# block 1

Block 1, placed cells, one color a class:
Fill, decap, tap and diode cells in gray.
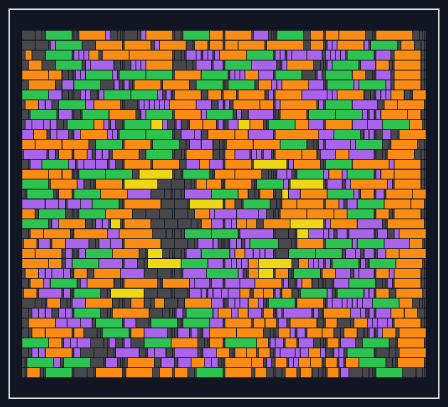

===== src/rtl/dmem_access_ctrl_pkg.sv =====
// rtl/dmem_access_ctrl_pkg.sv - shared types and constants for the data-memory access controller
// Contents: FSM state enumeration, memory geometry constants, latency-counter width,
//           and an address range helper.
package dmem_access_ctrl_pkg;

    typedef enum logic [1:0] {
        IDLE   = 2'd0,
        ACCESS = 2'd1,
        RESP   = 2'd2
    } dmem_state_t;

    // Eight chips of 1024 words each; chip select lives in addr[12:10].
    localparam int DMEM_WORDS   = 8192;
    localparam int CHIP_SEL_MSB = 12;
    localparam int CHIP_SEL_LSB = 10;

    // Wide enough for READ_LAT up to 15.
    localparam int LAT_CNT_BITS = 4;

    // True when every address bit at or above addr_bits is zero.
    function automatic logic addr_in_range(input logic [31:0] addr, input int addr_bits);
        return (addr >> addr_bits) == 32'd0;
    endfunction

endpackage


===== src/rtl/dmem_access_ctrl_if.sv =====
// rtl/dmem_access_ctrl_if.sv - request/response and memory-side bundle for dmem_access_ctrl
// Signals: reqValid/reqReady/reqWrite/reqAddr/reqWData (request),
//          respValid/respReady/respData/respErr (response),
//          memAddr/memDataIn/memReadWrite/memDataOut (data memory).
// Modports: master = requester plus memory model, slave = controller.
interface dmem_access_ctrl_if;

    logic        reqValid;
    logic        reqReady;
    logic        reqWrite;
    logic [31:0] reqAddr;
    logic [31:0] reqWData;

    logic        respValid;
    logic        respReady;
    logic [31:0] respData;
    logic        respErr;

    logic [31:0] memAddr;
    logic [31:0] memDataIn;
    logic        memReadWrite;
    logic [31:0] memDataOut;

    modport master (
        output reqValid, reqWrite, reqAddr, reqWData, respReady, memDataOut,
        input  reqReady, respValid, respData, respErr, memAddr, memDataIn, memReadWrite
    );

    modport slave (
        input  reqValid, reqWrite, reqAddr, reqWData, respReady, memDataOut,
        output reqReady, respValid, respData, respErr, memAddr, memDataIn, memReadWrite
    );

endinterface


===== src/rtl/dmem_lat_counter.sv =====
// rtl/dmem_lat_counter.sv - 4-bit down-counter with load, decrement and zero flag
// Ports: clk, reset (sync, active-high), load/load_val (load takes priority),
//        dec (decrement, saturates at zero), zero (count == 0).
module dmem_lat_counter
    import dmem_access_ctrl_pkg::*;
(
    input  logic                    clk,
    input  logic                    reset,
    input  logic                    load,
    input  logic [LAT_CNT_BITS-1:0] load_val,
    input  logic                    dec,
    output logic                    zero
);

    logic [LAT_CNT_BITS-1:0] count;

    always_ff @(posedge clk) begin
        if (reset) begin
            count <= '0;
        end else if (load) begin
            count <= load_val;
        end else if (dec && !zero) begin
            count <= count - 1'b1;
        end
    end

    assign zero = (count == '0);

endmodule


===== src/rtl/dmem_access_ctrl.sv =====
// rtl/dmem_access_ctrl.sv - single-outstanding load/store controller for the eight-chip data memory
// Parameters: READ_LAT (1..15) cycles memAddr is held before read data is sampled,
//             ADDR_BITS word-address span of the memory.
// Ports: clk, reset (sync, active-high), bus (dmem_access_ctrl_if.slave).
module dmem_access_ctrl
    import dmem_access_ctrl_pkg::*;
#(
    parameter int READ_LAT  = 2,
    parameter int ADDR_BITS = 13
) (
    input  logic              clk,
    input  logic              reset,
    dmem_access_ctrl_if.slave bus
);

    // The counter reaches zero on the last ACCESS cycle, so it is loaded
    // with one less than the number of ACCESS cycles wanted.
    localparam logic [LAT_CNT_BITS-1:0] LOAD_CNT = LAT_CNT_BITS'(READ_LAT - 1);

    dmem_state_t state, state_next;

    logic        wr_q;
    logic [31:0] addr_q;
    logic [31:0] wdata_q;
    logic [31:0] rdata_q;
    logic        err_q;

    logic                    in_range;
    logic                    cnt_load;
    logic [LAT_CNT_BITS-1:0] cnt_load_val;
    logic                    cnt_dec;
    logic                    cnt_zero;

    assign in_range = addr_in_range(bus.reqAddr, ADDR_BITS);

    dmem_lat_counter u_lat_counter (
        .clk      (clk),
        .reset    (reset),
        .load     (cnt_load),
        .load_val (cnt_load_val),
        .dec      (cnt_dec),
        .zero     (cnt_zero)
    );

    always_ff @(posedge clk) begin
        if (reset) begin
            state <= IDLE;
        end else begin
            state <= state_next;
        end
    end

    always_comb begin
        state_next       = state;
        cnt_load         = 1'b0;
        cnt_load_val     = '0;
        cnt_dec          = 1'b0;
        bus.reqReady     = 1'b0;
        bus.respValid    = 1'b0;
        bus.memReadWrite = 1'b0;

        case (state)
            IDLE: begin
                bus.reqReady = 1'b1;
                if (bus.reqValid) begin
                    if (in_range) begin
                        state_next   = ACCESS;
                        cnt_load     = 1'b1;
                        // Stores always take one ACCESS cycle.
                        cnt_load_val = bus.reqWrite ? '0 : LOAD_CNT;
                    end else begin
                        state_next = RESP;
                    end
                end
            end
            ACCESS: begin
                cnt_dec          = 1'b1;
                bus.memReadWrite = wr_q;
                if (cnt_zero) begin
                    state_next = RESP;
                end
            end
            RESP: begin
                bus.respValid = 1'b1;
                if (bus.respReady) begin
                    state_next = IDLE;
                end
            end
            default: begin
                state_next = IDLE;
            end
        endcase
    end

    // Address and write data only move on an in-range acceptance, so the
    // memory side sees no activity for out-of-range requests.
    always_ff @(posedge clk) begin
        if (reset) begin
            wr_q    <= 1'b0;
            addr_q  <= '0;
            wdata_q <= '0;
            rdata_q <= '0;
            err_q   <= 1'b0;
        end else begin
            if (state == IDLE && bus.reqValid) begin
                rdata_q <= '0;
                err_q   <= !in_range;
                if (in_range) begin
                    wr_q    <= bus.reqWrite;
                    addr_q  <= bus.reqAddr;
                    wdata_q <= bus.reqWData;
                end
            end
            if (state == ACCESS && cnt_zero && !wr_q) begin
                rdata_q <= bus.memDataOut;
            end
        end
    end

    assign bus.memAddr   = addr_q;
    assign bus.memDataIn = wdata_q;
    assign bus.respData  = rdata_q;
    assign bus.respErr   = err_q;

endmodule


===== src/flat_wrapper.sv =====
// flat-port wrapper written by rule: the top's interface ports become plain ports
module dmem_access_ctrl_flat import dmem_access_ctrl_pkg::*;
#(
    parameter int READ_LAT  = 2,
    parameter int ADDR_BITS = 13
)
  (clk, reset, bus_reqValid, bus_reqWrite, bus_reqAddr, bus_reqWData, bus_respReady, bus_memDataOut, bus_reqReady, bus_respValid, bus_respData, bus_respErr, bus_memAddr, bus_memDataIn, bus_memReadWrite);
  dmem_access_ctrl_if bus_i ();
  input  logic clk;
  input  logic reset;
  input wire logic [$bits(bus_i.reqValid)-1:0] bus_reqValid;
  input wire logic [$bits(bus_i.reqWrite)-1:0] bus_reqWrite;
  input wire logic [$bits(bus_i.reqAddr)-1:0] bus_reqAddr;
  input wire logic [$bits(bus_i.reqWData)-1:0] bus_reqWData;
  input wire logic [$bits(bus_i.respReady)-1:0] bus_respReady;
  input wire logic [$bits(bus_i.memDataOut)-1:0] bus_memDataOut;
  output wire logic [$bits(bus_i.reqReady)-1:0] bus_reqReady;
  output wire logic [$bits(bus_i.respValid)-1:0] bus_respValid;
  output wire logic [$bits(bus_i.respData)-1:0] bus_respData;
  output wire logic [$bits(bus_i.respErr)-1:0] bus_respErr;
  output wire logic [$bits(bus_i.memAddr)-1:0] bus_memAddr;
  output wire logic [$bits(bus_i.memDataIn)-1:0] bus_memDataIn;
  output wire logic [$bits(bus_i.memReadWrite)-1:0] bus_memReadWrite;
  assign bus_i.reqValid = bus_reqValid;
  assign bus_i.reqWrite = bus_reqWrite;
  assign bus_i.reqAddr = bus_reqAddr;
  assign bus_i.reqWData = bus_reqWData;
  assign bus_i.respReady = bus_respReady;
  assign bus_i.memDataOut = bus_memDataOut;
  assign bus_reqReady = bus_i.reqReady;
  assign bus_respValid = bus_i.respValid;
  assign bus_respData = bus_i.respData;
  assign bus_respErr = bus_i.respErr;
  assign bus_memAddr = bus_i.memAddr;
  assign bus_memDataIn = bus_i.memDataIn;
  assign bus_memReadWrite = bus_i.memReadWrite;
  dmem_access_ctrl #(.READ_LAT(READ_LAT), .ADDR_BITS(ADDR_BITS)) u_core (.clk(clk), .reset(reset), .bus(bus_i));
endmodule

===== config.mk =====
export PLATFORM = sky130hd
export DESIGN_NAME = dmem_access_ctrl_flat
export DESIGN_NICKNAME = d
export VERILOG_FILES = /design/src/rtl/dmem_access_ctrl_pkg.sv /design/src/rtl/dmem_access_ctrl_if.sv /design/src/rtl/dmem_lat_counter.sv /design/src/rtl/dmem_access_ctrl.sv /design/src/flat_wrapper.sv
export SDC_FILE = /design/constraint.sdc
export NUM_CORES = 1
export LEC_CHECK = 0
export ABC_AREA = 1
export CORE_ASPECT_RATIO = 0.9
export CORE_MARGIN = 3
export CORE_UTILIZATION = 36
export CTS_CLUSTER_SIZE = 14
export DETAILED_ROUTE_END_ITERATION = 10
export PLACE_DENSITY = 0.75
export REMOVE_ABC_BUFFERS = 1
export SETUP_SLACK_MARGIN = 0.1
export SYNTH_ARGS = -nofsm -noshare
export SYNTH_HDL_FRONTEND = slang
export SYNTH_SLANG_ARGS = --single-unit

===== constraint.sdc =====
create_clock -name clk -period 1.5 [get_ports clk]
set_input_delay 0.3 -clock clk [delete_from_list [all_inputs] [get_ports clk]]
set_output_delay 0.3 -clock clk [all_outputs]
set_load 0.1 [all_outputs]

# block 2

### config.mk
export PLATFORM = sky130hd
export DESIGN_NAME = uart_echo_responder
export DESIGN_NICKNAME = d
export VERILOG_FILES = /design/src/rtl/uart_pkg.sv /design/src/rtl/fifo_sync.sv /design/src/rtl/uart_echo_responder.sv
export SDC_FILE = /design/constraint.sdc
export NUM_CORES = 1
export LEC_CHECK = 0
export CORE_ASPECT_RATIO = 1.4
export CORE_MARGIN = 2
export CORE_UTILIZATION = 59
export DETAILED_ROUTE_END_ITERATION = 8
export GPL_TIMING_DRIVEN = 0
export PLACE_DENSITY = 0.76
export SETUP_SLACK_MARGIN = 0.3
export SYNTH_ARGS = -nofsm -noshare
export SYNTH_HDL_FRONTEND = slang
export SYNTH_SLANG_ARGS = --single-unit
export TNS_END_PERCENT = 10
### constraint.sdc
create_clock -name clk_i -period 4.1 [get_ports clk_i]
set_clock_uncertainty 0.1 [all_clocks]
set_input_delay 0.82 -clock clk_i [delete_from_list [all_inputs] [get_ports clk_i]]
set_output_delay 0.82 -clock clk_i [all_outputs]
set_load 0.05 [all_outputs]
### src/rtl/uart_pkg.sv
// Shared UART definitions: echo-responder FSM states and the ASCII constants
// used by the transmit-side upcase mapping.
package uart_pkg;

    typedef enum logic [1:0] {
        IDLE,
        START,
        WAIT_DONE
    } echo_state_e;

    localparam logic [7:0] AsciiLowerA     = 8'h61;
    localparam logic [7:0] AsciiLowerZ     = 8'h7A;
    localparam logic [7:0] AsciiCaseOffset = 8'h20;

endpackage

### src/rtl/fifo_sync.sv
// Single-clock FIFO with registered occupancy. A push while full is accepted
// only when a pop happens in the same cycle; otherwise it is reported on drop.
module fifo_sync #(
    parameter int Width = 8,
    parameter int Depth = 16
) (
    input  logic             clk_i,
    input  logic             rst_ni,
    input  logic             push,
    input  logic [Width-1:0] wdata,
    input  logic             pop,
    output logic [Width-1:0] rdata,
    output logic             full,
    output logic             empty,
    output logic             drop
);

    localparam int AddrW = $clog2(Depth);
    localparam logic [AddrW:0] FullCount = (AddrW + 1)'(Depth);

    logic [Width-1:0] mem [Depth];
    logic [AddrW-1:0] wr_ptr;
    logic [AddrW-1:0] rd_ptr;
    logic [AddrW:0]   count;
    logic             do_push;
    logic             do_pop;

    assign full    = (count == FullCount);
    assign empty   = (count == '0);
    assign do_pop  = pop && !empty;
    // When full, the slot being written is the one the pop frees this cycle.
    assign do_push = push && (!full || do_pop);
    assign drop    = push && !do_push;
    assign rdata   = mem[rd_ptr];

    always_ff @(posedge clk_i) begin
        if (do_push) begin
            mem[wr_ptr] <= wdata;
        end
    end

    always_ff @(posedge clk_i or negedge rst_ni) begin
        if (!rst_ni) begin
            wr_ptr <= '0;
            rd_ptr <= '0;
            count  <= '0;
        end else begin
            if (do_push) begin
                wr_ptr <= wr_ptr + 1'b1;
            end
            if (do_pop) begin
                rd_ptr <= rd_ptr + 1'b1;
            end
            case ({do_push, do_pop})
                2'b10:   count <= count + 1'b1;
                2'b01:   count <= count - 1'b1;
                default: count <= count;
            endcase
        end
    end

endmodule

### src/rtl/uart_echo_responder.sv
// Echoes every received UART word back through the transmitter via a FIFO,
// optionally upper-casing ASCII letters; dropped words are counted and flagged.
module uart_echo_responder
    import uart_pkg::*;
#(
    parameter int WordLength = 8,
    parameter int FifoDepth  = 16
) (
    input  logic                  clk_i,
    input  logic                  rst_ni,
    input  logic [WordLength-1:0] rx_data_i,
    input  logic                  rx_done_tick_i,
    input  logic                  tx_done_tick_i,
    input  logic                  upcase_i,
    output logic [WordLength-1:0] tx_data_o,
    output logic                  start_tx_o,
    output logic                  tx_busy_o,
    output logic                  fifo_empty_o,
    output logic                  fifo_full_o,
    output logic                  overflow_o,
    output logic [7:0]            drop_cnt_o
);

    echo_state_e           state_q;
    echo_state_e           state_d;
    logic                  fifo_pop;
    logic                  fifo_drop;
    logic                  fifo_empty;
    logic                  fifo_full;
    logic [WordLength-1:0] fifo_head;
    logic [WordLength-1:0] tx_word;
    logic [WordLength-1:0] tx_data_q;
    logic                  start_q;
    logic                  busy_q;
    logic                  overflow_q;
    logic [7:0]            drop_cnt_q;

    fifo_sync #(
        .Width (WordLength),
        .Depth (FifoDepth)
    ) u_fifo (
        .clk_i  (clk_i),
        .rst_ni (rst_ni),
        .push   (rx_done_tick_i),
        .wdata  (rx_data_i),
        .pop    (fifo_pop),
        .rdata  (fifo_head),
        .full   (fifo_full),
        .empty  (fifo_empty),
        .drop   (fifo_drop)
    );

    if (WordLength == 8) begin : g_upcase
        always_comb begin
            tx_word = fifo_head;
            if (upcase_i && (fifo_head >= AsciiLowerA) && (fifo_head <= AsciiLowerZ)) begin
                tx_word = fifo_head - AsciiCaseOffset;
            end
        end
    end else begin : g_plain
        assign tx_word = fifo_head;
    end

    always_comb begin
        state_d  = state_q;
        fifo_pop = 1'b0;
        case (state_q)
            IDLE: begin
                if (!fifo_empty) begin
                    fifo_pop = 1'b1;
                    state_d  = START;
                end
            end
            START:     state_d = WAIT_DONE;
            WAIT_DONE: begin
                if (tx_done_tick_i) begin
                    state_d = IDLE;
                end
            end
            default:   state_d = IDLE;
        endcase
    end

    // start/busy are registered from the next state so they align with START.
    always_ff @(posedge clk_i or negedge rst_ni) begin
        if (!rst_ni) begin
            state_q    <= IDLE;
            tx_data_q  <= '0;
            start_q    <= 1'b0;
            busy_q     <= 1'b0;
            overflow_q <= 1'b0;
            drop_cnt_q <= '0;
        end else begin
            state_q <= state_d;
            start_q <= (state_d == START);
            busy_q  <= (state_d != IDLE);
            if (fifo_pop) begin
                tx_data_q <= tx_word;
            end
            if (fifo_drop) begin
                overflow_q <= 1'b1;
                if (drop_cnt_q != '1) begin
                    drop_cnt_q <= drop_cnt_q + 1'b1;
                end
            end
        end
    end

    assign tx_data_o    = tx_data_q;
    assign start_tx_o   = start_q;
    assign tx_busy_o    = busy_q;
    assign fifo_empty_o = fifo_empty;
    assign fifo_full_o  = fifo_full;
    assign overflow_o   = overflow_q;
    assign drop_cnt_o   = drop_cnt_q;

endmodule
# block 3

$ cat src/rtl/color_pkg.sv
// Shared types and constants for the Color FSM driver.
//   Color_state : target/decoded colour (Blue=0, Red=1)
//   OUT_*       : FSM output codes observed by the driver
//   IN_*        : FSM input codes driven by the driver
//   drv_state_t : driver FSM states
//   resp_err_t  : response error codes
package color_pkg;

    typedef enum logic {
        Blue = 1'b0,
        Red  = 1'b1
    } Color_state;

    localparam logic [1:0] OUT_BLUE  = 2'h1;
    localparam logic [1:0] OUT_RED   = 2'h2;
    localparam logic [1:0] IN_TOGGLE = 2'h1;
    localparam logic [1:0] IN_HOLD   = 2'h0;

    typedef enum logic [1:0] {
        IDLE  = 2'd0,
        CHECK = 2'd1,
        PULSE = 2'd2,
        RESP  = 2'd3
    } drv_state_t;

    typedef enum logic [1:0] {
        ERR_OK      = 2'd0,
        ERR_ILLEGAL = 2'd1,
        ERR_TRIES   = 2'd2
    } resp_err_t;

endpackage

$ cat src/rtl/color_out_decoder.sv
// Combinational decode of the Color FSM output code.
// Ports:
//   i_fsm_out : observed FSM output code
//   o_legal   : 1 when the code is OUT_BLUE or OUT_RED
//   o_color   : decoded colour (Blue when the code is illegal)
module color_out_decoder
    import color_pkg::*;
(
    input  logic [1:0] i_fsm_out,
    output logic       o_legal,
    output Color_state o_color
);

    always_comb begin
        o_legal = 1'b0;
        o_color = Blue;
        case (i_fsm_out)
            OUT_BLUE: begin
                o_legal = 1'b1;
                o_color = Blue;
            end
            OUT_RED: begin
                o_legal = 1'b1;
                o_color = Red;
            end
            default: begin
                o_legal = 1'b0;
                o_color = Blue;
            end
        endcase
    end

endmodule

$ cat src/rtl/color_fsm_driver.sv
// Initiator for the 2-bit Color FSM interface: takes a target-colour request,
// pulses the FSM toggle input until the observed colour matches (or tries run
// out / the code is illegal) and returns colour + error on a valid/ready channel.
// Optional feature macro: COLOR_DRV_STATS_EN adds a saturating toggle counter.
// Ports:
//   clk, rst       : clock, asynchronous active-high reset
//   i_req_valid    : request valid       o_req_ready  : request ready (IDLE only)
//   i_req_color    : target colour
//   o_resp_valid   : response valid      i_resp_ready : response ready
//   o_resp_color   : colour at completion
//   o_resp_err     : 0 OK, 1 illegal out code, 2 tries exhausted
//   i_fsm_out      : observed FSM output code
//   o_fsm_in       : FSM input drive (registered)
//   o_toggle_cnt   : total pulses issued (COLOR_DRV_STATS_EN only)
//
// state | meaning
// IDLE  | waiting for a request, req_ready high
// CHECK | sample fsm_out, decide done / pulse again
// PULSE | fsm_in is IN_TOGGLE for this single cycle
// RESP  | response presented until accepted
module color_fsm_driver
    import color_pkg::*;
#(
    parameter int MAX_TRIES = 3
`ifdef COLOR_DRV_STATS_EN
    ,
    parameter int CNT_W     = 16
`endif
) (
    input  logic             clk,
    input  logic             rst,
    input  logic             i_req_valid,
    output logic             o_req_ready,
    input  logic             i_req_color,
    output logic             o_resp_valid,
    input  logic             i_resp_ready,
    output logic             o_resp_color,
    output logic [1:0]       o_resp_err,
    input  logic [1:0]       i_fsm_out,
    output logic [1:0]       o_fsm_in
`ifdef COLOR_DRV_STATS_EN
    ,
    output logic [CNT_W-1:0] o_toggle_cnt
`endif
);

    localparam int TRIES_W = $clog2(MAX_TRIES + 1);

    drv_state_t         r_state,      w_state_nxt;
    Color_state         r_target,     w_target_nxt;
    logic [TRIES_W-1:0] r_tries,      w_tries_nxt;
    logic [1:0]         r_fsm_in,     w_fsm_in_nxt;
    Color_state         r_resp_color, w_resp_color_nxt;
    resp_err_t          r_resp_err,   w_resp_err_nxt;

    logic               w_legal;
    Color_state         w_color;

    color_out_decoder u_dec (
        .i_fsm_out (i_fsm_out),
        .o_legal   (w_legal),
        .o_color   (w_color)
    );

    always_ff @(posedge clk or posedge rst) begin
        if (rst) begin
            r_state      <= IDLE;
            r_target     <= Blue;
            r_tries      <= '0;
            r_fsm_in     <= IN_HOLD;
            r_resp_color <= Blue;
            r_resp_err   <= ERR_OK;
        end else begin
            r_state      <= w_state_nxt;
            r_target     <= w_target_nxt;
            r_tries      <= w_tries_nxt;
            r_fsm_in     <= w_fsm_in_nxt;
            r_resp_color <= w_resp_color_nxt;
            r_resp_err   <= w_resp_err_nxt;
        end
    end

    always_comb begin
        w_state_nxt      = r_state;
        w_target_nxt     = r_target;
        w_tries_nxt      = r_tries;
        w_fsm_in_nxt     = IN_HOLD;     // a toggle is only ever one cycle wide
        w_resp_color_nxt = r_resp_color;
        w_resp_err_nxt   = r_resp_err;
        o_req_ready      = 1'b0;
        o_resp_valid     = 1'b0;

        case (r_state)
            IDLE: begin
                o_req_ready = 1'b1;
                if (i_req_valid) begin
                    w_target_nxt = Color_state'(i_req_color);
                    w_tries_nxt  = '0;
                    w_state_nxt  = CHECK;
                end
            end
            CHECK: begin
                w_resp_color_nxt = w_legal ? w_color : Blue;
                if (!w_legal) begin
                    w_resp_err_nxt = ERR_ILLEGAL;
                    w_state_nxt    = RESP;
                end else if (w_color == r_target) begin
                    w_resp_err_nxt = ERR_OK;
                    w_state_nxt    = RESP;
                end else if (r_tries == TRIES_W'(MAX_TRIES)) begin
                    w_resp_err_nxt = ERR_TRIES;
                    w_state_nxt    = RESP;
                end else begin
                    w_fsm_in_nxt = IN_TOGGLE;
                    w_tries_nxt  = r_tries + TRIES_W'(1);
                    w_state_nxt  = PULSE;
                end
            end
            PULSE: begin
                w_state_nxt = CHECK;
            end
            RESP: begin
                o_resp_valid = 1'b1;
                if (i_resp_ready) begin
                    w_state_nxt = IDLE;
                end
            end
            default: begin
                w_state_nxt = IDLE;
            end
        endcase
    end

    assign o_fsm_in     = r_fsm_in;
    assign o_resp_color = r_resp_color;
    assign o_resp_err   = r_resp_err;

`ifdef COLOR_DRV_STATS_EN
    logic             w_pulse_start;
    logic [CNT_W-1:0] r_toggle_cnt;

    assign w_pulse_start = (r_state == CHECK) && (w_state_nxt == PULSE);

    always_ff @(posedge clk or posedge rst) begin
        if (rst) begin
            r_toggle_cnt <= '0;
        end else if (w_pulse_start && (r_toggle_cnt != '1)) begin
            r_toggle_cnt <= r_toggle_cnt + CNT_W'(1);
        end
    end

    assign o_toggle_cnt = r_toggle_cnt;
`endif

endmodule

$ cat config.mk
export PLATFORM = sky130hd
export DESIGN_NAME = color_fsm_driver
export DESIGN_NICKNAME = d
export VERILOG_FILES = /design/src/rtl/color_pkg.sv /design/src/rtl/color_out_decoder.sv /design/src/rtl/color_fsm_driver.sv
export SDC_FILE = /design/constraint.sdc
export NUM_CORES = 1
export LEC_CHECK = 0
export CORE_AREA = 2 2 39 41
export CTS_BUF_LIST = sky130_fd_sc_hd__clkbuf_4
export DETAILED_ROUTE_END_ITERATION = 6
export DIE_AREA = 0 0 41 43
export PLACE_DENSITY = 0.67
export SLEW_MARGIN = 30
export SYNTH_ARGS = -nofsm -noshare
export SYNTH_HDL_FRONTEND = slang
export SYNTH_SLANG_ARGS = --single-unit
$ cat constraint.sdc
create_clock -name clk -period 4.3 [get_ports clk]
set_input_delay 0.43 -clock clk [delete_from_list [all_inputs] [get_ports clk]]
set_output_delay 0.43 -clock clk [all_outputs]
set_load 0.005 [all_outputs]
Block 3, nets reached from selected ports:
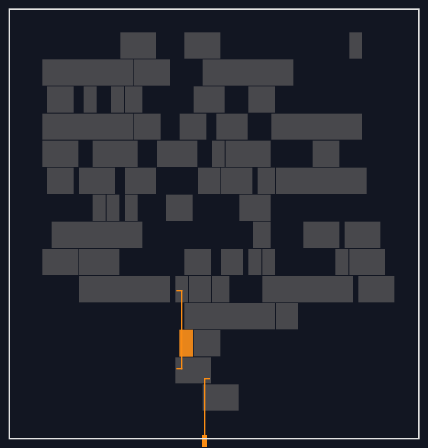
- `o_req_ready`: orange (bits 1; direction output; edge bottom; end cells 1; buffers 1; wire 14.8 um)
Buffers on Ports: 12
Top Ports: 14

Block 3, placement view:
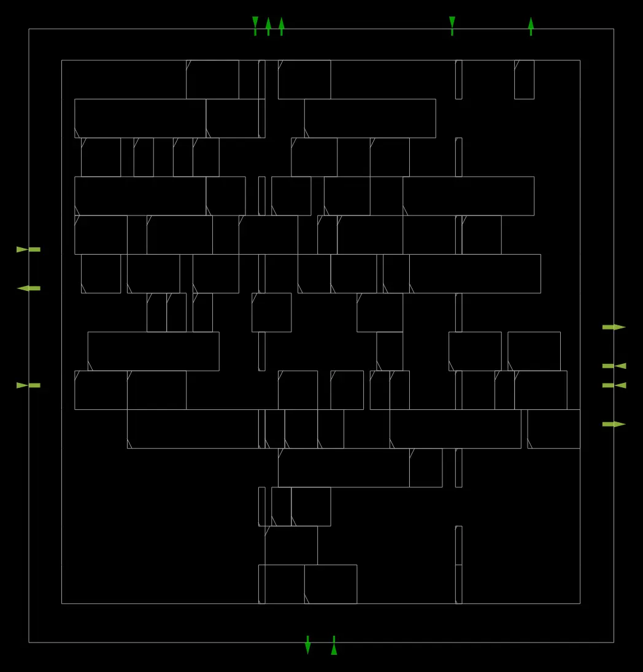
number of standard-cell rows in the floorplan: 14
final core occ: 0.444

==> run summary, block 3 <==
fresh numbers from the pnr run: share of post-route cells with drive strength above 1 0.102, initial core utilization 0.333, average detailed-routed wire length per instance 11.5 um, Layout Nets 69, antenna cell count 0, Yosys warning count 0, Die Y 43 um, worst reg2reg path endpoint r_tries[0]$_DFFE_PP0P_, global router's overall resource usage 0.128, count of maximum capacitance violations 0, number of logic stages on the critical path including buffering 2, Lkg Pwr 0.258 nW, worst stage delay on the critical path 0.52 ns, Worst setup EP type primary output, FMAX 0.546 GHz, count of buffers added by post-CTS timing repair for setup 0, status finished clean, slack of the worst reg-to-reg path 2.82 ns, sequential share of the synthesized area 0.489, sequential group power 0.000159 W
## block 3: routing by layer
metal  wire length, um  vias to the layer above
li1                  -                      186
met4                14                        0
met2               393                       17
met5                 0                        -
met3                79                        2
met1               375                      178
## block 3: cells by family (layout without fill, tap and decap cells)
logic type / count (synthesis) / after routing / synth area share
compound gates: 13 / 13 / 0.204
xor+xnor: 1 / 1 / 0.0190
fa+ha+maj: 2 / 2 / 0.0543
buf+inv: 5 / 18 / 0.0516
flops: 9 / 9 / 0.489
mux: 1 / 1 / 0.0245
other cells: 1 / 1 / 0.00814
simple gates: 14 / 14 / 0.149
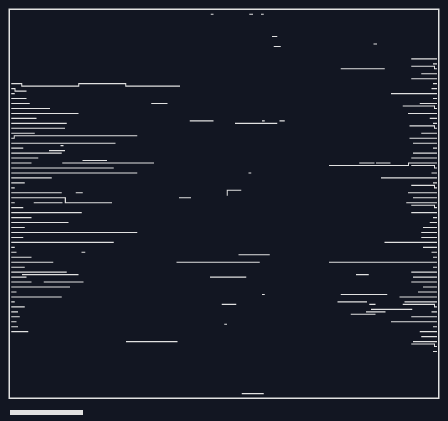
Block 1: met3 routing
Scale bar: 20 um.
- wire length on this layer: 1150 um
- main direction: horizontal

About 'placed cells, one color a class' of block 1:
- other buffers and delay cells: orange (cells 257)
- flops: green (cells 104)
- all other logic: purple (cells 337)
- clock drivers and dummy loads: yellow (cells 16)
Core Box Area: 10600 sq um
sequential share of cell area: 0.241

==> run summary, block 1 <==
fresh numbers from the pnr run: worst reg2reg path endpoint u_core.bus.memDataIn[18]$_SDFFE_PP0P_, yosys synthesis chip area 4020 sq um, worst endpoint required time 1.73 ns, count of nets left with antenna violations after detail routing 0, placed cell count 813, worst clock skew 0.0105 ns, most numerous cell in the Yosys netlist sky130_fd_sc_hd__nor2_1, Synth cell types 26, arrival time at the worst endpoint 1.72 ns, gp weighted congestion 0.852, least setup slack across all paths after layout 0.0120 ns, well-tap cell count 148, status finished clean, area of the die 12500 sq um, antenna cell count 0, antenna violations before repair 0, clock group power 0.00227 W, Post-Synthesis Cells 475
[block 1: kinds of logic after synthesis]
logic type / Yosys count / synth area share
AOI/OAI and AO/OA: 84 / 0.162
buffers and inverters: 46 / 0.0595
xor gates and xnor gates: 2 / 0.00436
adders and majority gates: 1 / 0.00311
DFF: 104 / 0.518
and+or+nand+nor: 238 / 0.253
[block 1: registers in the layout, indices dropped and copies added, names as in the netlist]
register,count
u_core.bus.memAddr,32
u_core.bus.memDataIn,32
u_core.bus.respData,32
u_core.u_lat_counter.count,4
u_core.state,2
u_core.bus.respErr,1
u_core.wr_q,1
Block 2, nets reached from selected ports:
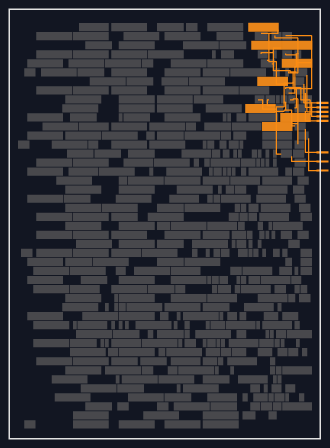
- `drop_cnt_o`: orange (bits 8; direction output; edge right; end cells 8; buffers 8; wire 298 um)
Top Ports: 34
Buffers on Ports: 33

Block 2, placement view:
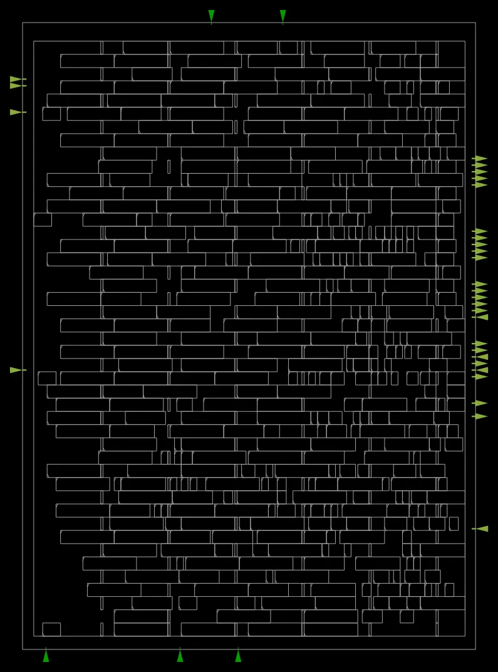
well-tap cell count: 141
number of standard-cell rows in the floorplan: 45

==> run summary, block 2 <==
fresh numbers from the pnr run: yosys synthesis chip area 6580 sq um, number of buffers and inverters on the critical path 5, count of buffers added by post-CTS timing repair for setup 0, Netlist Area Pre-Place 6580 sq um, worst endpoint required time 4.30 ns, Layout Nets 450, prevailing logic family in the synthesized netlist multiplexers, area growth from synthesis to final layout 17.2%, Die Y 129 um, critical-path cell with the highest stage delay sky130_fd_sc_hd__dfrtp_1, leading area contributor after synthesis sky130_fd_sc_hd__edfxtp_1, Synth top area share 0.584, Filler Cells Inserted 685, TritonCTS Buffers 17, global router's overall resource usage 0.231, number of logic stages on the critical path including buffering 17, status finished clean, Critical Setup Path Class register to register, clock-pin slew on the worst setup and hold paths 0.07 ns, met3 track demand over resource in global routing 0.0486, most area-consuming cells after synthesis sky130_fd_sc_hd__edfxtp_1 58%, sky130_fd_sc_hd__dfrtp_1 13%, sky130_fd_sc_hd__mux4_2 12%, power per cell area 761 nW/um^2, Synth cell types 42, Yosys warning count 0, routed via count divided by cell count 5.93, share of cell area taken by multi-input logic gates 0.232
block 2: cell usage in the layout, fill, tap and decap left out, drive strengths merged, types with 10 or more instances in the layout:
cell type,count
inv,10
nor2,17
buf,11
edfxtp,128
o21ai,10
clkdlybuf4s50,32
xnor2,13
mux4,36
dfrtp,34
ha,11
nand2,31
clkbuf,28
block 2: cell families after synthesis:
logic type,count (synthesis)
DFF,162
AOI/OAI and AO/OA,29
muxes,42
buffers and inverters,27
xor gates and xnor gates,20
adders and majority gates,11
and+or+nand+nor,81

# block 4

`src/rtl/detector_sched.sv`:
```
// Round-robin scheduler sharing one serial "0110" detector between two word requesters.
// Optional macro DET_OVERLAP_EN: when defined, overlapping "0110" matches are counted.
module detector_sched #(
  parameter int W = 8
) (
  input  logic                     clk,
  input  logic                     rst,
  input  logic [1:0]               req_valid,
  input  logic [W-1:0]             req_word0,
  input  logic [W-1:0]             req_word1,
  output logic [1:0]               req_ready,
  output logic                     res_valid,
  output logic                     res_id,
  output logic [$clog2(W+1)-1:0]   res_count,
  input  logic                     res_ready,
  output logic                     det_i,
  output logic                     det_o
);

  localparam int CNT_W = $clog2(W+1);
  localparam int IDX_W = $clog2(W);

  typedef enum logic [1:0] {IDLE, SHIFT, DONE} state_t;
  typedef enum logic [1:0] {S0, S1, S2, S3} det_t;

`ifdef DET_OVERLAP_EN
  localparam det_t DET_AFTER_HIT = S1;
`else
  localparam det_t DET_AFTER_HIT = S0;
`endif

  state_t             state, state_nxt;
  det_t               det_st, det_nxt;
  logic [W-1:0]       word_q;
  logic [IDX_W-1:0]   idx;
  logic [CNT_W-1:0]   cnt;
  logic               id_q;
  logic               last_grant;
  logic               gid;
  logic [1:0]         grant;
  logic               accept;
  logic               bit_in;
  logic               hit;
  logic               last_bit;

  // Arbitration: a tie goes to the requester not granted last
  always_comb begin
    gid   = 1'b0;
    grant = 2'b00;
    case (req_valid)
      2'b01:   gid = 1'b0;
      2'b10:   gid = 1'b1;
      2'b11:   gid = ~last_grant;
      default: gid = 1'b0;
    endcase
    if (|req_valid) grant[gid] = 1'b1;
  end

  assign accept    = (state == IDLE) && (|req_valid);
  assign req_ready = (state == IDLE) ? grant : 2'b00;

  // The word register shifts left so its MSB is always the bit being presented
  assign bit_in    = (state == SHIFT) ? word_q[W-1] : 1'b0;
  assign hit       = (state == SHIFT) && (det_st == S3) && !bit_in;
  assign last_bit  = (idx == IDX_W'(W-1));

  assign det_i     = bit_in;
  assign det_o     = hit;
  assign res_valid = (state == DONE);
  assign res_id    = id_q;
  assign res_count = cnt;

  always_comb begin
    det_nxt = det_st;
    case (det_st)
      S0: det_nxt = bit_in ? S0 : S1;
      S1: det_nxt = bit_in ? S2 : S1;
      S2: det_nxt = bit_in ? S3 : S1;
      S3: det_nxt = bit_in ? S0 : DET_AFTER_HIT;
      default: det_nxt = S0;
    endcase
  end

  always_comb begin
    state_nxt = state;
    case (state)
      IDLE:    if (accept)    state_nxt = SHIFT;
      SHIFT:   if (last_bit)  state_nxt = DONE;
      DONE:    if (res_ready) state_nxt = IDLE;
      default: state_nxt = IDLE;
    endcase
  end

  always_ff @(posedge clk) begin
    if (rst) begin
      state      <= IDLE;
      last_grant <= 1'b1;
      id_q       <= 1'b0;
      cnt        <= '0;
      det_st     <= S0;
      idx        <= '0;
    end else begin
      state <= state_nxt;
      case (state)
        IDLE: begin
          if (accept) begin
            id_q       <= gid;
            last_grant <= gid;
            cnt        <= '0;
            det_st     <= S0;
            idx        <= '0;
          end
        end
        SHIFT: begin
          det_st <= det_nxt;
          idx    <= idx + IDX_W'(1);
          if (hit) cnt <= cnt + CNT_W'(1);
        end
        default: ;
      endcase
    end
  end

  // Word data carries no reset; it is only observed while SHIFT is active
  always_ff @(posedge clk) begin
    if (accept)
      word_q <= gid ? req_word1 : req_word0;
    else if (state == SHIFT)
      word_q <= {word_q[W-2:0], 1'b0};
  end

endmodule

```
`config.mk`:
```
export PLATFORM = sky130hd
export DESIGN_NAME = detector_sched
export DESIGN_NICKNAME = d
export VERILOG_FILES = /design/src/rtl/detector_sched.sv
export SDC_FILE = /design/constraint.sdc
export NUM_CORES = 1
export LEC_CHECK = 0
export ABC_AREA = 1
export CAP_MARGIN = 30
export CORE_MARGIN = 8
export CORE_UTILIZATION = 45
export CTS_CLUSTER_DIAMETER = 50
export DETAILED_ROUTE_END_ITERATION = 10
export PLACE_DENSITY = 0.85
export SLEW_MARGIN = 20
export SYNTH_ARGS = -nofsm -noshare
export SYNTH_HDL_FRONTEND = slang
export SYNTH_SLANG_ARGS = --single-unit
export TNS_END_PERCENT = 50
```
`constraint.sdc`:
```
create_clock -name clk -period 3.85 [get_ports clk]
set_clock_uncertainty 0.05 [all_clocks]
set_input_delay 1.155 -clock clk [delete_from_list [all_inputs] [get_ports clk]]
set_output_delay 1.155 -clock clk [all_outputs]
set_load 0.005 [all_outputs]
```
# block 5

### src/rtl/cache_pkg.sv
// Shared cache fill/write-back definitions: word and line geometry used by
// the line deserializer and its write-back serializer counterpart.
package cache_pkg;

    localparam int WORD_W         = 32;
    localparam int WORDS_PER_LINE = 8;
    localparam int LINE_W         = WORD_W * WORDS_PER_LINE;

    typedef logic [WORD_W-1:0]                     word_t;
    typedef logic [WORDS_PER_LINE-1:0][WORD_W-1:0] line_t;

endpackage

### src/rtl/line_deserializer.sv
// Collects WORDS consecutive memory words into one cache line and presents it
// with a single-cycle valid pulse; word 0 lands in the least significant slot.
module line_deserializer #(
    parameter int WORD_W = cache_pkg::WORD_W,
    parameter int WORDS  = cache_pkg::WORDS_PER_LINE
) (
    input  logic                    clk,
    input  logic                    rst,
    input  logic                    start,
    input  logic                    word_valid,
    input  logic [WORD_W-1:0]       word_in,
    output logic                    word_ready,
    output logic                    busy,
    output logic                    line_valid,
    output logic [WORD_W*WORDS-1:0] line_out
);

    localparam int IDX_W = $clog2(WORDS);

    typedef enum logic [1:0] {
        IDLE,
        COLLECT,
        DONE
    } state_t;

    state_t                         state;
    state_t                         state_next;
    logic [IDX_W-1:0]               idx;
    logic [WORDS-1:0][WORD_W-1:0]   staging;
    logic [WORDS-1:0][WORD_W-1:0]   line_next;
    logic                           accept;
    logic                           last;

    assign accept = word_valid && (state == COLLECT);
    // idx wrapping past WORDS-1 is the completion condition
    assign last   = accept && (idx == IDX_W'(WORDS - 1));

    always_comb begin
        state_next = state;
        case (state)
            IDLE:    if (start) state_next = COLLECT;
            COLLECT: if (last)  state_next = DONE;
            DONE:    state_next = IDLE;
            default: state_next = IDLE;
        endcase
    end

    // The final word bypasses staging so the line is complete on the same edge.
    always_comb begin
        line_next            = staging;
        line_next[WORDS-1]   = word_in;
    end

    always_ff @(posedge clk or posedge rst) begin
        if (rst) begin
            state <= IDLE;
        end else begin
            state <= state_next;
        end
    end

    always_ff @(posedge clk or posedge rst) begin
        if (rst) begin
            idx      <= '0;
            staging  <= '0;
            line_out <= '0;
        end else begin
            if (state == IDLE && start) begin
                idx <= '0;
            end
            if (accept) begin
                staging[idx] <= word_in;
                idx          <= idx + 1'b1;
            end
            if (last) begin
                line_out <= line_next;
            end
        end
    end

    assign word_ready = (state == COLLECT);
    assign busy       = (state != IDLE);
    assign line_valid = (state == DONE);

endmodule

### config.mk
export PLATFORM = sky130hd
export DESIGN_NAME = line_deserializer
export DESIGN_NICKNAME = d
export VERILOG_FILES = /design/src/rtl/cache_pkg.sv /design/src/rtl/line_deserializer.sv
export SDC_FILE = /design/constraint.sdc
export NUM_CORES = 1
export LEC_CHECK = 0
export CAP_MARGIN = 25
export CORE_MARGIN = 2
export CORE_UTILIZATION = 55
export CTS_BUF_LIST = sky130_fd_sc_hd__clkbuf_4
export DETAILED_ROUTE_END_ITERATION = 16
export GPL_ROUTABILITY_DRIVEN = 0
export GPL_TIMING_DRIVEN = 0
export PLACE_DENSITY = 0.82
export REMOVE_ABC_BUFFERS = 1
export SLEW_MARGIN = 10
export SYNTH_ARGS = -nofsm -noshare
export SYNTH_HDL_FRONTEND = slang
export SYNTH_SLANG_ARGS = --single-unit
### constraint.sdc
create_clock -name clk -period 23.8 [get_ports clk]
set_input_delay 4.76 -clock clk [delete_from_list [all_inputs] [get_ports clk]]
set_output_delay 4.76 -clock clk [all_outputs]
set_load 0.01 [all_outputs]

## Gallery

Met3 routing.
Plate I
Scale bar: 20 um.
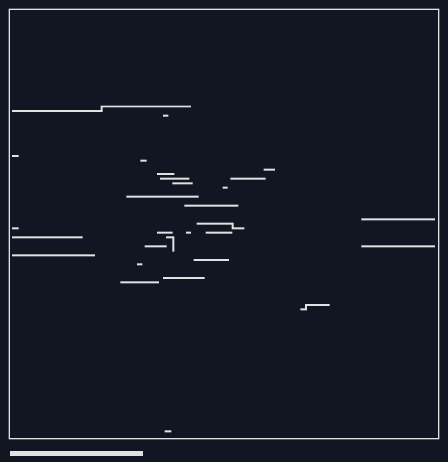
Plate II
Scale bar: 50 um.
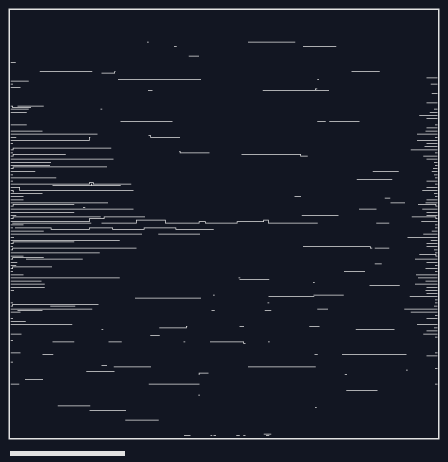
Plate I -> block 4
Plate II -> block 5
Of these, largest die: Plate II

Key to Plate II:
- main direction: horizontal
- longest straight run: 56.8 um

Block 5, placement view:
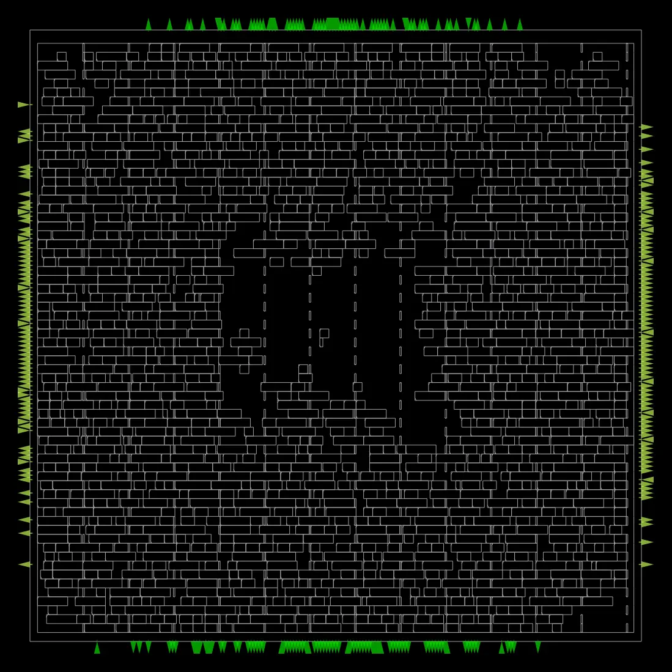
Filler Cells Inserted: 2117
Final Instance Count excl. Fillers: 1955
registers: 485
well-tap cell count: 442
sequential share of cell area: 0.517

Block 5, nets reached from selected ports:
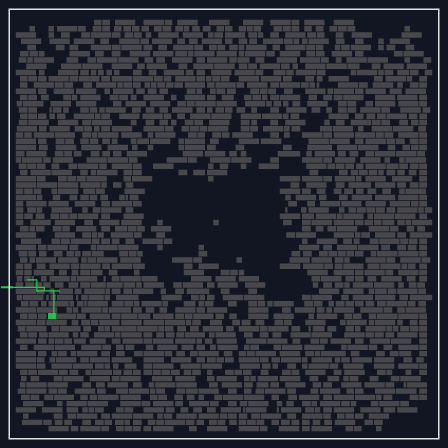
- `word_ready`: green (bits 1; direction output; edge left; end cells 1; buffers 1; wire 46.5 um)

==> run summary, block 5 <==
fresh numbers from the pnr run: startpoint of the most critical setup path state[0]$_DFFE_PP0P_, number of pins exceeding their max-slew limit in the final report 0, most area-consuming cells after synthesis sky130_fd_sc_hd__dfrtp_1 66%, sky130_fd_sc_hd__mux2_2 28%, sky130_fd_sc_hd__mux2_4 2.5%, Final Hold Slack 0.488 ns, cell at the root of the clock tree sky130_fd_sc_hd__clkbuf_4, antenna cell count 1, final-layout setup total negative slack 0 ns, sequential share of the synthesized area 0.664, buffering overhead 0.145, Buffers on Ports 294, post-layout period usage of the worst path 0.289, area taken by flip-flops and latches 12100 sq um, Post-Synth AOI/OAI Area 0.00329, global-route wire length before repair 64.1 mm, arrival time at the worst endpoint 2.11 ns, status finished clean, routed via count divided by cell count 5.28, CTS sink count 485
-- block 5: worst max-delay path, cell delays in order, from the launching register on --
cell	delay (ns)
sky130_fd_sc_hd__dfrtp_1	0.54
sky130_fd_sc_hd__and2b_4	0.24
sky130_fd_sc_hd__clkdlybuf4s50_1	0.55
-- block 5: cell families (layout without fill, tap and decap cells) --
family | count (synthesis) | in the layout
multiplexers | 481 | 481
AND/OR/NAND/NOR | 15 | 15
AND-OR/OR-AND | 7 | 7
adder cells (fa/ha/maj) | 2 | 2
buffers and inverters | 58 | 522
flip-flops | 485 | 485
other | 0 | 1
Block 4, placement view:
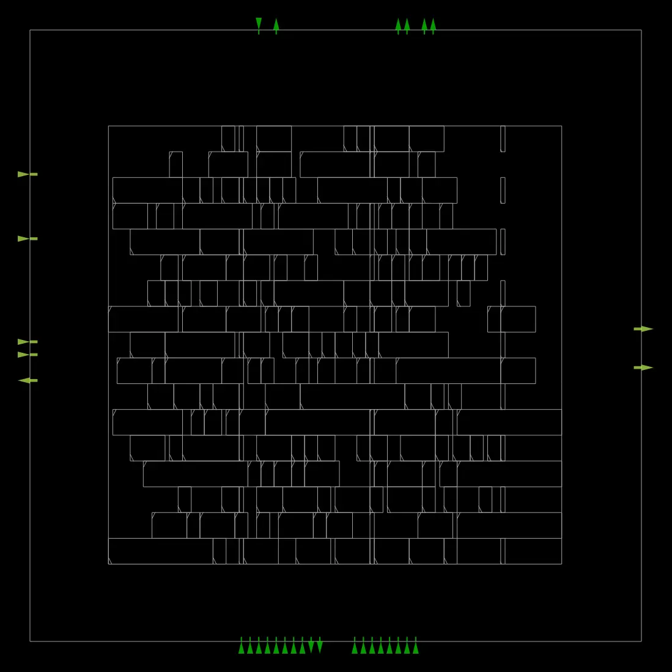
Filler Cells Inserted: 182
registers: 21

==> run summary, block 4 <==
fresh numbers from the pnr run: clock power share 0.214, number of warnings in the stage logs 26, Main power group sequential cells, clock buffer instance count of the final layout 4, overall die width 64.5 um, parity-gate share of the synthesized area counting xor and xnor cells 0, Critical Setup Path Class input pin to primary output, sequential share of the synthesized area 0.472, arrival time at the worst endpoint 2.54 ns, per-instance average area after synthesis 7.79 sq um, Worst Hold Path EP idx[2]$_SDFFE_PP0P_, critical-path cell with the highest stage delay sky130_fd_sc_hd__clkdlybuf4s50_1, status finished clean, slack of the worst reg-to-reg path 2.01 ns, clk tree area frac 0.0180, family with the most delay on the worst path buffers and inverters, number of pins exceeding their max-slew limit in the final report 0, Crit path top cell by count sky130_fd_sc_hd__clkdlybuf4s50_1, flip-flop count of the largest register after layout 8, global router's overall resource usage 0.137, top register by number of flip-flops word_q, highest-count cells in the layout ignoring fill and taps 47 x sky130_fd_sc_hd__nand2_1, 30 x sky130_fd_sc_hd__clkdlybuf4s50_1, 14 x sky130_fd_sc_hd__nand3_1, synthesized-area fraction occupied by and/or/nand/nor cells 0.332, overall overflow remaining after global route 0, asr flop ratio synth 0, largest net degree at the start of global routing 17, average detailed-routed wire length per instance 13.9 um, switch share 0.285, count of flip-flops with a built-in enable after synthesis 8, Buffers on Ports 30
## block 4: metrics by stage
| stage | std cells | hold slack, ns | total power (W) | worst slack [ns] |
|---|---|---|---|---|
| after floorplan | 136 | 0.383 | 0.000339 | 1.07 |
| after global placement | 197 | 0.394 | 0.000391 | 0.109 |
| after detailed placement | 197 | 0.424 | 0.000399 | 0.0611 |
| after CTS | 201 | 0.443 | 0.000506 | 0.0572 |
| after global routing | 201 | 0.468 | 0.000528 | 0.0168 |
| final | 201 | 0.443 | 0.000503 | 0.100 |

# block 6

Block 6, placement view:
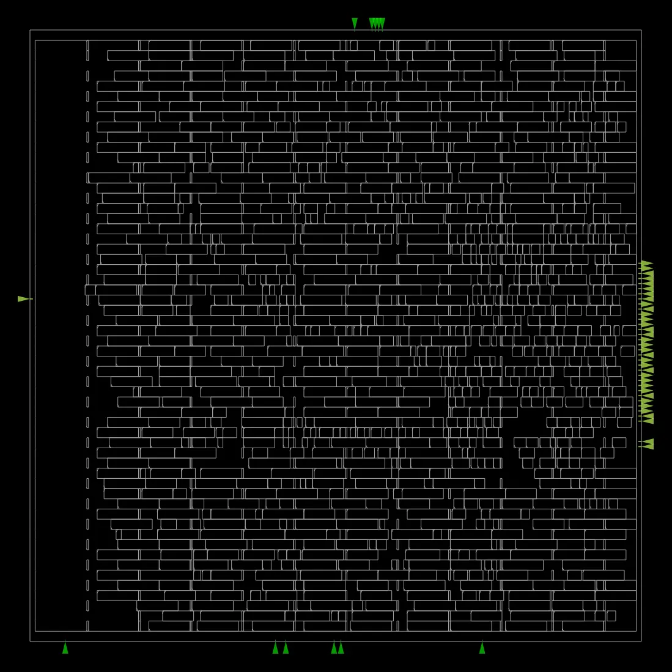
Block 6, nets reached from selected ports:
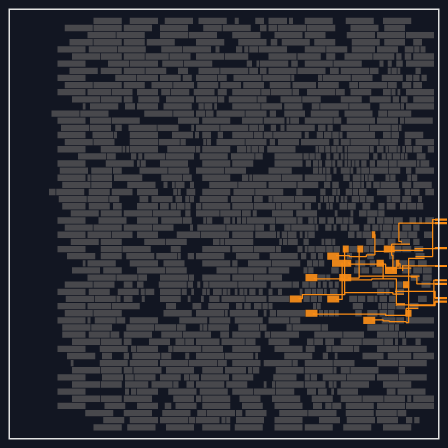
Block 6, met3 routing:
Scale bar: 50 um.
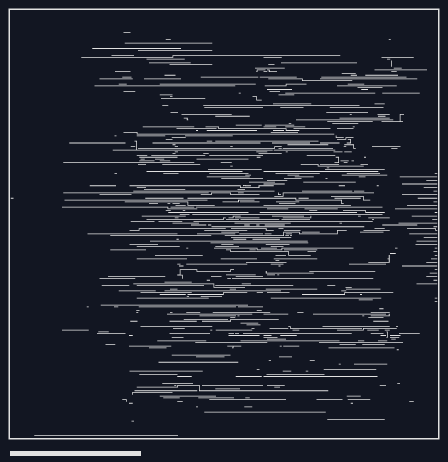
`config.mk`:
```
export PLATFORM = sky130hd
export DESIGN_NAME = reg_file_mp
export DESIGN_NICKNAME = d
export VERILOG_FILES = /design/src/rtl/reg_file_mp.sv
export SDC_FILE = /design/constraint.sdc
export NUM_CORES = 1
export LEC_CHECK = 0
export CORE_UTILIZATION = 60
export DETAILED_ROUTE_END_ITERATION = 6
export HOLD_SLACK_MARGIN = 0.06
export MAX_ROUTING_LAYER = met4
export PLACE_DENSITY = 0.8
export SLEW_MARGIN = 30
export SYNTH_ARGS = -nofsm -noshare
export SYNTH_HDL_FRONTEND = slang
export SYNTH_SLANG_ARGS = --single-unit
```
`constraint.sdc`:
```
create_clock -name clk -period 10.58 [get_ports clk]
set_clock_uncertainty 0.2 [all_clocks]
set_input_delay 2.645 -clock clk [delete_from_list [all_inputs] [get_ports clk]]
set_output_delay 2.645 -clock clk [all_outputs]
set_load 0.01 [all_outputs]
```
`src/rtl/reg_file_mp.sv`:
```
// reg_file_mp: multi-read-port storage array with a sequential init sweep,
// write-through bypass, an optional hardwired zero entry and a signed
// saturating read-modify-write used for perceptron training.
//
//   state | meaning
//   ------+-----------------------------------------------------------
//   INIT  | sweep writes the fill value into one entry per cycle; reads give 0
//   READY | normal operation; reads, writes and init requests are honoured
module reg_file_mp #(
    parameter int               WIDTH      = 8,
    parameter int               DEPTH      = 32,
    parameter int               ADDR_WIDTH = $clog2(DEPTH),
    parameter int               NUM_RD     = 2,
    parameter int               INIT_MODE  = 0,
    parameter logic [WIDTH-1:0] INIT_VAL   = '0,
    parameter int               BYPASS     = 1,
    parameter int               ZERO_REG   = 0
) (
    input  logic                         clk,
    input  logic                         reset,
    input  logic                         init_req,
    input  logic                         wr_en,
    input  logic                         wr_op,
    input  logic [ADDR_WIDTH-1:0]        wr_addr,
    input  logic [WIDTH-1:0]             wr_data,
    input  logic [NUM_RD*ADDR_WIDTH-1:0] rd_addr,
    output logic [NUM_RD*WIDTH-1:0]      rd_data,
    output logic                         busy,
    output logic                         init_done
);

    typedef enum logic {
        ST_INIT,
        ST_READY
    } state_t;

    // One extra bit so a power-of-two DEPTH still fits for the range compare.
    localparam logic [ADDR_WIDTH:0]   DEPTH_EXT = (ADDR_WIDTH + 1)'(DEPTH);
    localparam logic [ADDR_WIDTH-1:0] LAST_IDX  = ADDR_WIDTH'(DEPTH - 1);
    localparam logic [WIDTH-1:0]      SAT_MAX   = {1'b0, {(WIDTH - 1){1'b1}}};
    localparam logic [WIDTH-1:0]      SAT_MIN   = {1'b1, {(WIDTH - 1){1'b0}}};

    state_t                  state;
    logic [ADDR_WIDTH-1:0]   init_cnt;
    logic [WIDTH-1:0]        mem [DEPTH];

    logic                    wr_ok;
    logic [WIDTH-1:0]        wr_cur;
    logic [WIDTH:0]          wr_sum;
    logic [WIDTH-1:0]        wr_sat;
    logic [WIDTH-1:0]        wres;
    logic [WIDTH-1:0]        fill;

    function automatic logic in_range(input logic [ADDR_WIDTH-1:0] a);
        return ({1'b0, a} < DEPTH_EXT);
    endfunction

    function automatic logic is_zero_entry(input logic [ADDR_WIDTH-1:0] a);
        return (ZERO_REG != 0) && (a == '0);
    endfunction

    // Write qualification and the write result, including signed saturation.
    always_comb begin
        wr_ok  = wr_en && (state == ST_READY) && in_range(wr_addr) && !is_zero_entry(wr_addr);
        wr_cur = in_range(wr_addr) ? mem[wr_addr] : '0;
        wr_sum = {wr_cur[WIDTH-1], wr_cur} + {wr_data[WIDTH-1], wr_data};
        // The two top bits of the widened sum disagree only on overflow.
        if (wr_sum[WIDTH] != wr_sum[WIDTH-1]) begin
            wr_sat = wr_sum[WIDTH] ? SAT_MIN : SAT_MAX;
        end else begin
            wr_sat = wr_sum[WIDTH-1:0];
        end
        wres = wr_op ? wr_sat : wr_data;
    end

    // Fill value written by the init sweep for the current entry.
    always_comb begin
        case (INIT_MODE)
            0:       fill = '0;
            1:       fill = '1;
            2:       fill = INIT_VAL;
            default: fill = WIDTH'(init_cnt);
        endcase
    end

    // Sweep / ready sequencing with registered busy and init_done.
    always_ff @(posedge clk) begin
        if (reset) begin
            state     <= ST_INIT;
            init_cnt  <= '0;
            busy      <= 1'b1;
            init_done <= 1'b0;
        end else begin
            case (state)
                ST_INIT: begin
                    init_cnt <= init_cnt + 1'b1;
                    if (init_cnt == LAST_IDX) begin
                        state     <= ST_READY;
                        init_cnt  <= '0;
                        busy      <= 1'b0;
                        init_done <= 1'b1;
                    end else begin
                        init_done <= 1'b0;
                    end
                end
                ST_READY: begin
                    init_done <= 1'b0;
                    if (init_req) begin
                        state    <= ST_INIT;
                        init_cnt <= '0;
                        busy     <= 1'b1;
                    end
                end
            endcase
        end
    end

    // Array update: the sweep owns the array in INIT, user writes in READY.
    // Storage has no reset; contents are defined once the sweep completes.
    always_ff @(posedge clk) begin
        if (!reset) begin
            if (state == ST_INIT) begin
                mem[init_cnt] <= fill;
            end else if (wr_ok) begin
                mem[wr_addr] <= wres;
            end
        end
    end

    // Combinational read ports with write-through bypass; zero while busy.
    always_comb begin
        logic [ADDR_WIDTH-1:0] ra;
        rd_data = '0;
        ra      = '0;
        for (int p = 0; p < NUM_RD; p++) begin
            ra = rd_addr[p*ADDR_WIDTH +: ADDR_WIDTH];
            if (!busy && in_range(ra) && !is_zero_entry(ra)) begin
                if ((BYPASS != 0) && wr_ok && (ra == wr_addr)) begin
                    rd_data[p*WIDTH +: WIDTH] = wres;
                end else begin
                    rd_data[p*WIDTH +: WIDTH] = mem[ra];
                end
            end
        end
    end

endmodule

```
==> run summary <==
fresh numbers from the pnr run: slack of the worst reg-to-reg path 5.95 ns, well-tap cell count 330, least setup slack across all paths after layout 0.251 ns, prevailing logic family in the synthesized netlist multiplexers, cell count in the Yosys report 991, r2r worst-path depth 12, yosys synthesis chip area 15600 sq um, family with the most delay on the worst path buffers and inverters, total cell area at the placement stage 16500 sq um, status finished clean, via total after detailed routing 10.6k, highest-count cells in the layout ignoring fill and taps 256 x sky130_fd_sc_hd__edfxtp_1, 190 x sky130_fd_sc_hd__mux4_2, 66 x sky130_fd_sc_hd__mux2i_1, top layer in use met4, Yosys warning count 0, number of nets in the synthesized netlist 1030, cell at the root of the clock tree sky130_fd_sc_hd__clkbuf_16
## Picture notes: 'placement view' of block 6
Final Instance Count excl. Fillers: 1378
final core occ: 0.688

## Picture notes: 'nets reached from selected ports' of block 6
- `wr_data`: orange (bits 8; direction input; edge right; end cells 17; buffers 8; wire 483 um)

## Picture notes: 'met3 routing' of block 6
- nets with wire on the layer: 240
- main direction: horizontal
- longest straight run: 75.0 um
total routed wirelength: 46.5 mm
met3 track demand over resource in global routing: 0.0894

power groups by stage:
stage / Sequential, W / Clock [W] / Combinational, W
2_1_floorplan: 0.00116 / 0 / 0.000182
3_3_place_gp: 0.00117 / 0 / 0.000257
3_5_place_dp: 0.00117 / 0 / 0.000260
4_1_cts: 0.00114 / 0.000992 / 0.000262
5_1_grt: 0.00114 / 0.00103 / 0.000279
6_report: 0.00114 / 0.000994 / 0.000268


==> gallery <==
Placed cells, one color a class.
Fill, decap, tap and diode cells in gray.
(a)
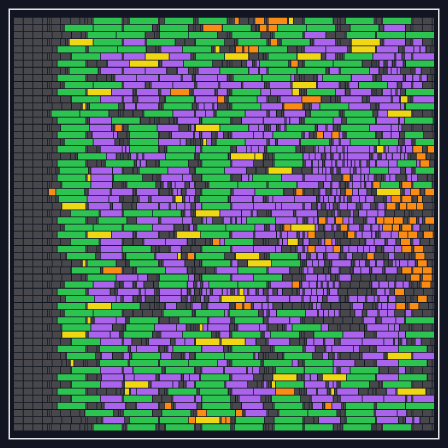
(b)
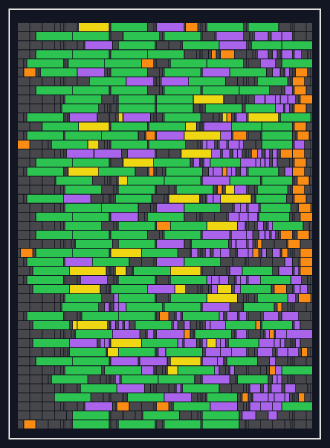
(c)
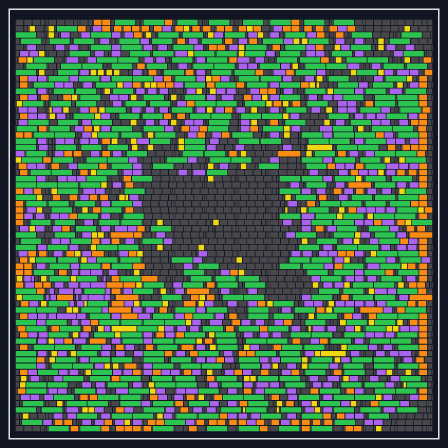
(d)
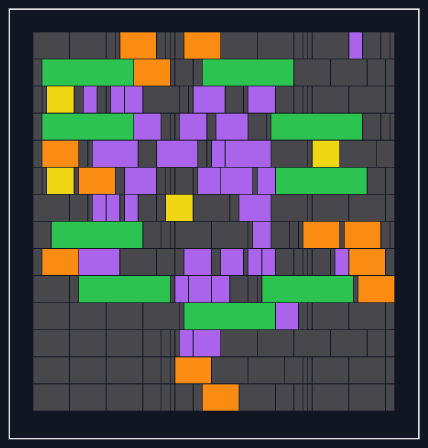
(e)
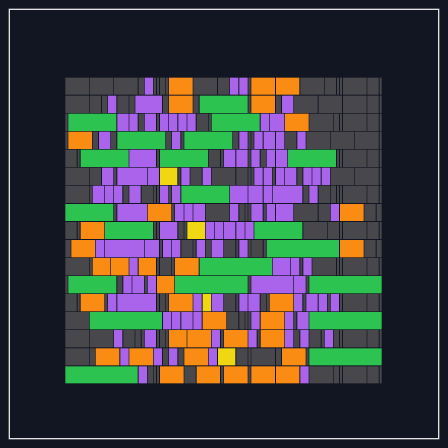
(a) -> block 6
(c) -> block 5
(b) -> block 2
(e) -> block 4
(d) -> block 3
- most sequential cells: (c)

Power is estimated from default activity; no workload was simulated.
